######## scan_ctrl ########
**scan_ctrl: pin map**

Pins as bars across the die edge, other pins in grey.
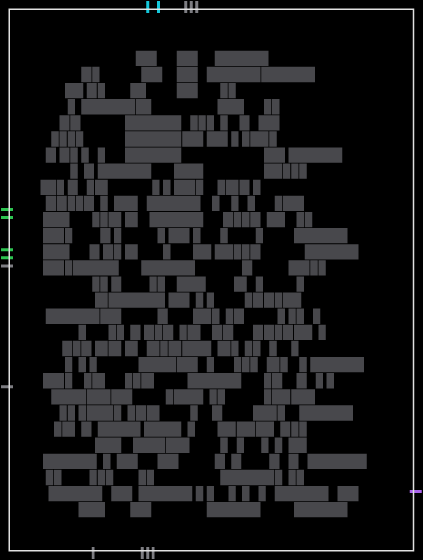
==> src/rtl/disp_pkg.sv <==
// Shared display types: scan FSM state encoding and anode polarity helpers.
// The segment decoder imports the same package so both agree on polarity.
package disp_pkg;

  typedef enum logic [1:0] {
    ST_IDLE  = 2'd0,
    ST_BLANK = 2'd1,
    ST_SHOW  = 2'd2
  } scan_state_t;

  localparam int NUM_DIGITS = 4;

  function automatic logic [3:0] anode_off(input logic active_low);
    return active_low ? 4'b1111 : 4'b0000;
  endfunction

  function automatic logic [3:0] anode_lit(input logic [1:0] idx, input logic active_low);
    logic [3:0] onehot;
    onehot = 4'b0001 << idx;
    return active_low ? ~onehot : onehot;
  endfunction

endpackage

==> src/rtl/rr_next4.sv <==
// Round-robin search over a 4-bit digit mask: returns the first enabled index
// after cur (wrapping), falling back to cur itself when it is the only one set.
module rr_next4 (
  input  logic [3:0] mask,
  input  logic [1:0] cur,
  output logic [1:0] nxt,
  output logic       valid
);

  logic [1:0] cand;

  always_comb begin
    nxt   = cur;
    valid = |mask;
    cand  = cur;
    // Walk offsets 4..1 so the smallest offset that hits is the last to win.
    for (int k = 4; k >= 1; k--) begin
      cand = cur + 2'(k);
      if (mask[cand]) nxt = cand;
    end
  end

endmodule

==> src/rtl/scan_ctrl.sv <==
// Multiplexed 4-digit display scanner: each slot blanks all anodes, then lights
// the selected digit; o_ctrl feeds the registered data mux and moves only at slot start.
module scan_ctrl
  import disp_pkg::*;
#(
  parameter int PRESCALE         = 50000,
  parameter int BLANK            = 1000,
  parameter bit ANODE_ACTIVE_LOW = 1'b1
) (
  input  logic       i_clk,
  input  logic       i_rst_n,
  input  logic       i_en,
  input  logic [3:0] i_digit_en,
  output logic [1:0] o_ctrl,
  output logic [3:0] o_anode,
  output logic       o_slot_start,
  output logic [1:0] o_dbg_state
);

  localparam int            CW         = $clog2(PRESCALE);
  localparam logic [CW-1:0] BLANK_LAST = CW'(BLANK - 1);
  localparam logic [CW-1:0] PRE_LAST   = CW'(PRESCALE - 1);
  localparam logic [CW-1:0] CNT_ONE    = CW'(1);
  localparam logic [3:0]    ALL_OFF    = anode_off(ANODE_ACTIVE_LOW);

  scan_state_t   state_q, state_d;
  logic [CW-1:0] cnt_q, cnt_d;
  logic [1:0]    ctrl_q, ctrl_d;
  logic [3:0]    anode_q, anode_d;
  logic          slot_q, slot_d;
  logic          en_q;
  logic          start_slot;
  logic [1:0]    rr_cur, rr_nxt;
  logic          rr_valid;

  // From IDLE, searching after digit 3 yields the lowest enabled digit.
  assign rr_cur = (state_q == ST_IDLE) ? 2'd3 : ctrl_q;

  rr_next4 u_rr (
    .mask  (i_digit_en),
    .cur   (rr_cur),
    .nxt   (rr_nxt),
    .valid (rr_valid)
  );

  always_ff @(posedge i_clk or negedge i_rst_n) begin
    if (!i_rst_n) begin
      state_q <= ST_IDLE;
      cnt_q   <= '0;
      ctrl_q  <= 2'b00;
      anode_q <= ALL_OFF;
      slot_q  <= 1'b0;
      en_q    <= 1'b0;
    end else begin
      state_q <= state_d;
      cnt_q   <= cnt_d;
      ctrl_q  <= ctrl_d;
      anode_q <= anode_d;
      slot_q  <= slot_d;
      en_q    <= i_en;
    end
  end

  // en_q doubles as the "was running last cycle" flag: it is 0 after reset, so
  // the first slot starts on the second edge, and 0 after a pause, so the held
  // digit restarts its blanking from a fresh count.
  always_comb begin
    state_d    = state_q;
    cnt_d      = cnt_q;
    ctrl_d     = ctrl_q;
    anode_d    = ALL_OFF;
    slot_d     = 1'b0;
    start_slot = 1'b0;

    if (!i_en) begin
      state_d = state_q;
    end else if (!rr_valid) begin
      state_d = ST_IDLE;
      cnt_d   = '0;
    end else begin
      case (state_q)
        ST_IDLE: begin
          if (en_q) begin
            start_slot = 1'b1;
            ctrl_d     = rr_nxt;
          end
        end
        ST_BLANK, ST_SHOW: begin
          if (!en_q || !i_digit_en[ctrl_q]) begin
            start_slot = 1'b1;
            ctrl_d     = i_digit_en[ctrl_q] ? ctrl_q : rr_nxt;
          end else if (state_q == ST_BLANK) begin
            cnt_d = cnt_q + CNT_ONE;
            if (cnt_q == BLANK_LAST) begin
              state_d = ST_SHOW;
              anode_d = anode_lit(ctrl_q, ANODE_ACTIVE_LOW);
            end
          end else if (cnt_q == PRE_LAST) begin
            start_slot = 1'b1;
            ctrl_d     = rr_nxt;
          end else begin
            cnt_d   = cnt_q + CNT_ONE;
            anode_d = anode_lit(ctrl_q, ANODE_ACTIVE_LOW);
          end
        end
        default: begin
          state_d = ST_IDLE;
          cnt_d   = '0;
        end
      endcase

      if (start_slot) begin
        state_d = ST_BLANK;
        cnt_d   = '0;
        slot_d  = 1'b1;
      end
    end
  end

  assign o_ctrl       = ctrl_q;
  assign o_anode      = anode_q;
  assign o_slot_start = slot_q;
  assign o_dbg_state  = state_q;

endmodule

==> config.mk <==
export PLATFORM = sky130hd
export DESIGN_NAME = scan_ctrl
export DESIGN_NICKNAME = d
export VERILOG_FILES = /design/src/rtl/disp_pkg.sv /design/src/rtl/rr_next4.sv /design/src/rtl/scan_ctrl.sv
export SDC_FILE = /design/constraint.sdc
export NUM_CORES = 1
export LEC_CHECK = 0
export ABC_AREA = 1
export CAP_MARGIN = 20
export CELL_PAD_IN_SITES_DETAIL_PLACEMENT = 0
export CELL_PAD_IN_SITES_GLOBAL_PLACEMENT = 1
export CORE_ASPECT_RATIO = 1.4
export CORE_MARGIN = 5
export CORE_UTILIZATION = 42
export CTS_CLUSTER_SIZE = 28
export DETAILED_ROUTE_END_ITERATION = 8
export GPL_TIMING_DRIVEN = 0
export PLACE_DENSITY = 0.86
export SYNTH_ARGS = -nofsm -noshare
export SYNTH_HDL_FRONTEND = slang
export SYNTH_SLANG_ARGS = --single-unit
==> constraint.sdc <==
create_clock -name i_clk -period 2.59 [get_ports i_clk]
set_input_delay 0.777 -clock i_clk [delete_from_list [all_inputs] [get_ports i_clk]]
set_output_delay 0.777 -clock i_clk [all_outputs]
set_load 0.05 [all_outputs]
==> CHANGELOG.md <==
### Metrics

* Status: finished, final reports clean
* CTS resizes at 0
* Logic area at 0.00116 sq mm
* Fin util at 51.1%
* Top Layer Used: met4
* Final setup vio count at 0
* Top Usage Layer GRT: met2
* Adder Area Share at 2.53%
* Worst-path fanout max at 10
* Simple Share, Synth at 44.5%
* Most frequent cells after synthesis: 71 x nand2_1, 36 x nor2_1, 28 x inv_1, 23 x nand3_1, 22 x dfrtp_1
* Crit start category: input pin
* Drt pass-1 iters at 4
* WL final at 4330 um
* Max VDD drop at 0.721 mV
## Picture notes: 'pin map' of scan_ctrl
- green: `i_digit_en` (pins 4; direction input; edge left)
- cyan: `o_ctrl` (pins 2; direction output; edge top)
- purple: `i_rst_n` (pins 1; direction input; edge right)
chip width: 67.9 um
# port buffers: 15

final timing paths:
path                         endpoint
max                          cnt_q[1]
min reg2reg                 cnt_q[12]
max reg2reg                  cnt_q[1]
min                         cnt_q[12]
min in group asynchronous    cnt_q[9]
max in group asynchronous  o_anode[1]
final cells by class:
type	count	share of cell area, %
inverters	33	5.35
repair buffers	16	7.89
clock buffers	4	2.38
flip-flops and latches	26	28.3
plain buffers	7	2.70
well taps	62	3.35
multi-input cells	207	50.0

######## dac_frame_monitor ########
**dac_frame_monitor: metal layers overlaid**

Two of the layers only.
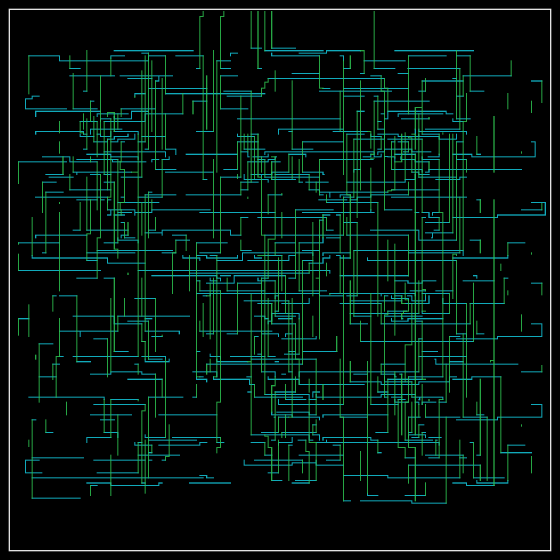
**dac_frame_monitor: clock routing**

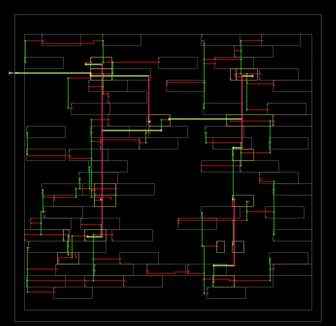
==> src/rtl/dac_mon_pkg.sv <==
// dac_mon_pkg: shared state encoding and frame field layout for dac_frame_monitor.
package dac_mon_pkg;
  typedef enum logic [1:0] {IDLE, SHIFT, WAIT_HIGH} state_t;
  localparam int FRAME_BITS = 16;
  localparam int PD_MSB = 15;
  localparam int PD_LSB = 14;
  localparam int CODE_MSB = 13;
  localparam int CODE_LSB = 2;
  localparam logic [7:0] ERR_CNT_MAX = 8'hFF;
endpackage

==> src/rtl/dac_line_sync.sv <==
// dac_line_sync: N-stage synchronizer with registered rise/fall detect.
// Edges are blanked until the chain has flushed after reset, so a pin already away from RST_VAL is not seen as an edge.
module dac_line_sync #(
  parameter int STAGES = 2,
  parameter logic RST_VAL = 1'b0
) (
  input  logic clk,
  input  logic rst,
  input  logic d,
  output logic q,
  output logic rise,
  output logic fall
);
  logic [STAGES-1:0] s;
  logic [STAGES:0] vld;
  logic en;
  assign en = &vld;
  always_ff @(posedge clk or posedge rst) begin
    if (rst) begin
      s <= {STAGES{RST_VAL}};
      vld <= '0;
      q <= RST_VAL;
      rise <= 1'b0;
      fall <= 1'b0;
    end else begin
      s <= {s[STAGES-2:0], d};
      vld <= {vld[STAGES-1:0], 1'b1};
      q <= s[STAGES-1];
      rise <= en & ~q & s[STAGES-1];
      fall <= en & q & ~s[STAGES-1];
    end
  end
endmodule

==> src/rtl/dac_frame_monitor.sv <==
// dac_frame_monitor: oversampling decoder of the DAC sck/sdi/sync_n write frames.
// Optional DAC_MON_TIMEOUT_EN aborts a frame whose sck stalls for TIMEOUT_CYC cycles.
module dac_frame_monitor
  import dac_mon_pkg::*;
#(
  parameter int SYNC_STAGES = 2,
  parameter int TIMEOUT_CYC = 4096
) (
  input  logic        clk50,
  input  logic        rst,
  input  logic        Dac_sck,
  input  logic        Dac_sdi,
  input  logic        Dac_sync_n,
  output logic        frame_valid,
  output logic [11:0] dac_code,
  output logic [1:0]  pd_mode,
  output logic        frame_err,
  output logic [7:0]  err_cnt,
  output logic        busy
);
  logic sck_q, sck_rise, sck_fall, sdi_q, sdi_rise, sdi_fall, sync_q, sync_rise, sync_fall;
  logic unused_ok;
  state_t state, state_n;
  logic [FRAME_BITS-1:0] sr, sr_n;
  logic [4:0] bit_cnt, cnt_n;
  logic accept, abort;

  dac_line_sync #(.STAGES(SYNC_STAGES), .RST_VAL(1'b0)) u_sck (
    .clk(clk50), .rst(rst), .d(Dac_sck), .q(sck_q), .rise(sck_rise), .fall(sck_fall));
  dac_line_sync #(.STAGES(SYNC_STAGES), .RST_VAL(1'b0)) u_sdi (
    .clk(clk50), .rst(rst), .d(Dac_sdi), .q(sdi_q), .rise(sdi_rise), .fall(sdi_fall));
  dac_line_sync #(.STAGES(SYNC_STAGES), .RST_VAL(1'b1)) u_sync (
    .clk(clk50), .rst(rst), .d(Dac_sync_n), .q(sync_q), .rise(sync_rise), .fall(sync_fall));

  assign unused_ok = &{sck_q, sck_rise, sdi_rise, sdi_fall, sync_q};
  assign busy = state != IDLE;

`ifdef DAC_MON_TIMEOUT_EN
  localparam int TW = $clog2(TIMEOUT_CYC + 1);
  logic [TW-1:0] tcnt;
  logic stalled;
  assign stalled = tcnt == TW'(TIMEOUT_CYC);
  always_ff @(posedge clk50 or posedge rst) begin
    if (rst) tcnt <= '0;
    else tcnt <= (state != SHIFT || sck_fall) ? '0 : stalled ? tcnt : tcnt + 1'b1;
  end
`else
  localparam int unused_timeout = TIMEOUT_CYC;
`endif

  // A 16th bit arriving with the sync_n rise is judged on the updated count.
  always_comb begin
    state_n = state;
    sr_n = sr;
    cnt_n = bit_cnt;
    accept = 1'b0;
    abort = 1'b0;
    case (state)
      IDLE: if (sync_fall) begin
        sr_n = '0;
        cnt_n = '0;
        state_n = SHIFT;
      end
      SHIFT: begin
        if (sck_fall) begin
          sr_n = {sr[FRAME_BITS-2:0], sdi_q};
          cnt_n = bit_cnt + 5'd1;
        end
        if (cnt_n == 5'(FRAME_BITS)) begin
          accept = 1'b1;
          state_n = sync_rise ? IDLE : WAIT_HIGH;
        end else if (sync_rise) begin
          abort = 1'b1;
          state_n = IDLE;
        end
`ifdef DAC_MON_TIMEOUT_EN
        else if (!sck_fall && stalled) begin
          abort = 1'b1;
          state_n = WAIT_HIGH;
        end
`endif
      end
      WAIT_HIGH: if (sync_rise) state_n = IDLE;
      default: state_n = IDLE;
    endcase
  end

  always_ff @(posedge clk50 or posedge rst) begin
    if (rst) begin
      state <= IDLE;
      sr <= '0;
      bit_cnt <= '0;
      frame_valid <= 1'b0;
      frame_err <= 1'b0;
      dac_code <= '0;
      pd_mode <= '0;
      err_cnt <= '0;
    end else begin
      state <= state_n;
      sr <= sr_n;
      bit_cnt <= cnt_n;
      frame_valid <= accept;
      frame_err <= abort;
      if (accept) begin
        dac_code <= sr_n[CODE_MSB:CODE_LSB];
        pd_mode <= sr_n[PD_MSB:PD_LSB];
      end
      if (abort && err_cnt != ERR_CNT_MAX) err_cnt <= err_cnt + 8'd1;
    end
  end
endmodule

==> config.mk <==
export PLATFORM = sky130hd
export DESIGN_NAME = dac_frame_monitor
export DESIGN_NICKNAME = d
export VERILOG_FILES = /design/src/rtl/dac_mon_pkg.sv /design/src/rtl/dac_line_sync.sv /design/src/rtl/dac_frame_monitor.sv
export SDC_FILE = /design/constraint.sdc
export NUM_CORES = 1
export LEC_CHECK = 0
export CAP_MARGIN = 20
export CORE_MARGIN = 2
export CORE_UTILIZATION = 55
export CTS_CLUSTER_SIZE = 12
export DETAILED_ROUTE_END_ITERATION = 10
export PLACE_DENSITY = 0.79
export SETUP_SLACK_MARGIN = 0.4
export SLEW_MARGIN = 20
export SYNTH_ARGS = -nofsm -noshare
export SYNTH_HDL_FRONTEND = slang
export SYNTH_SLANG_ARGS = --single-unit
==> constraint.sdc <==
create_clock -name clk50 -period 3 [get_ports clk50]
set_clock_uncertainty 0.1 [all_clocks]
set_input_delay 0.45 -clock clk50 [delete_from_list [all_inputs] [get_ports clk50]]
set_output_delay 0.45 -clock clk50 [all_outputs]
set_load 0.02 [all_outputs]
==> CHANGELOG.md <==
### Metrics

* Final min period at 2.32 ns
* Post-synthesis cell count at 204
* Clock-pin slew on the worst setup and hold paths at 0.06 ns
* WL final at 4480 um
* Fin worst setup slack at 0.683 ns
* Synthesized registers at 62
* CTS HTree Levels at 3
* Reg2Reg Launch Point: bit_cnt[0]
* Fin. Hold Viols at 0
* Netlist Area Pre-Place at 0.00259 sq mm
* Hold buffer count at CTS at 0
* Main logic family: AND-OR/OR-AND gates
* Reg2reg setup slack at 0.72 ns
* Cycle use final at 77.2%
* Psw at 490 uW
* Pint at 1.40 mW
* Largest power group: registers
* Yosys synthesis chip area at 0.00259 sq mm
* Clock share of power at 39.0%
* Gate power share at 11.7%
* DIE AREA at 0.00527 sq mm
* Logic area at 906 sq um
* Row cnt at 24
* # port buffers at 29
* Ys cells at 204
* Critical Path Sink: busy
* Status: finished, final reports clean
* Average cell area after synthesis at 12.7 sq um
* Largest net degree at the start of global routing at 35
About 'metal layers overlaid' of dac_frame_monitor:
- cyan: met1 (wire length 2,130 um)
- green: met2 (wire length 2,060 um)

About 'clock routing' of dac_frame_monitor:
TritonCTS Buffers: 9
FF+latch count: 62
Clock Sinks: 62
Latency at later pin: 0.34 ns
clkbuf count: 13

==> critical path, cell delays in order, from the launching register on <==
cell,delay [ns]
dfrtp_2,0.54
or2_2,0.35
clkdlybuf4s50_1,0.54
==> layout make-up <==
class	count	share of cell area, %
Sequential cell	62	49.6
Multi-Input combinational cell	114	28.8
Timing Repair Buffer	34	10.8
Clock buffer	13	5.06
Inverter	19	2.27
Tap cell	52	2.07
Clock inverter	3	1.35
==> metal layers <==
metal  part of all wire [%]  up-vias  GRT usage (%)
met5                      0        -              0
met4                    1.9        0           9.26
met3                    4.5       11           4.83
met2                     46       48           30.1
met1                     48      806           25.1
li1                       -      795              -


==> gallery <==
Selected gate families.
The bar under the picture is 20 um long.
image #1
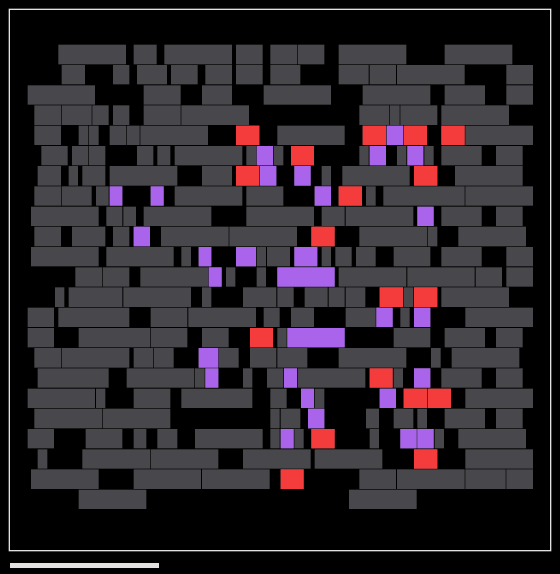
image #2
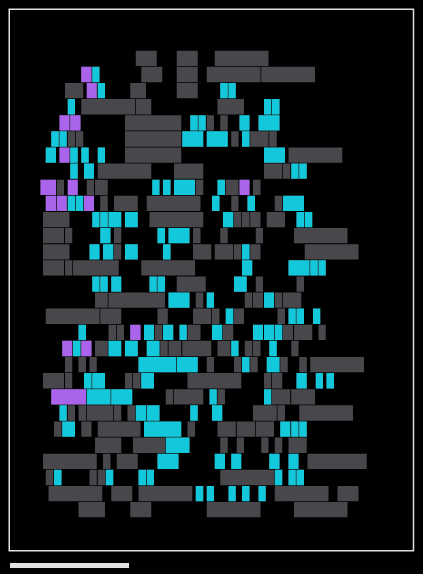
- largest die: image #2
- most cells: image #2
- scan_ctrl = image #2
- dac_frame_monitor = image #1

Key to image #2:
- cyan: NAND gates (cells 122; most used nand2_1)
- purple: inverting AOI/OAI gates (cells 15; most used o21ai_0)

Power is estimated from default activity; no workload was simulated.
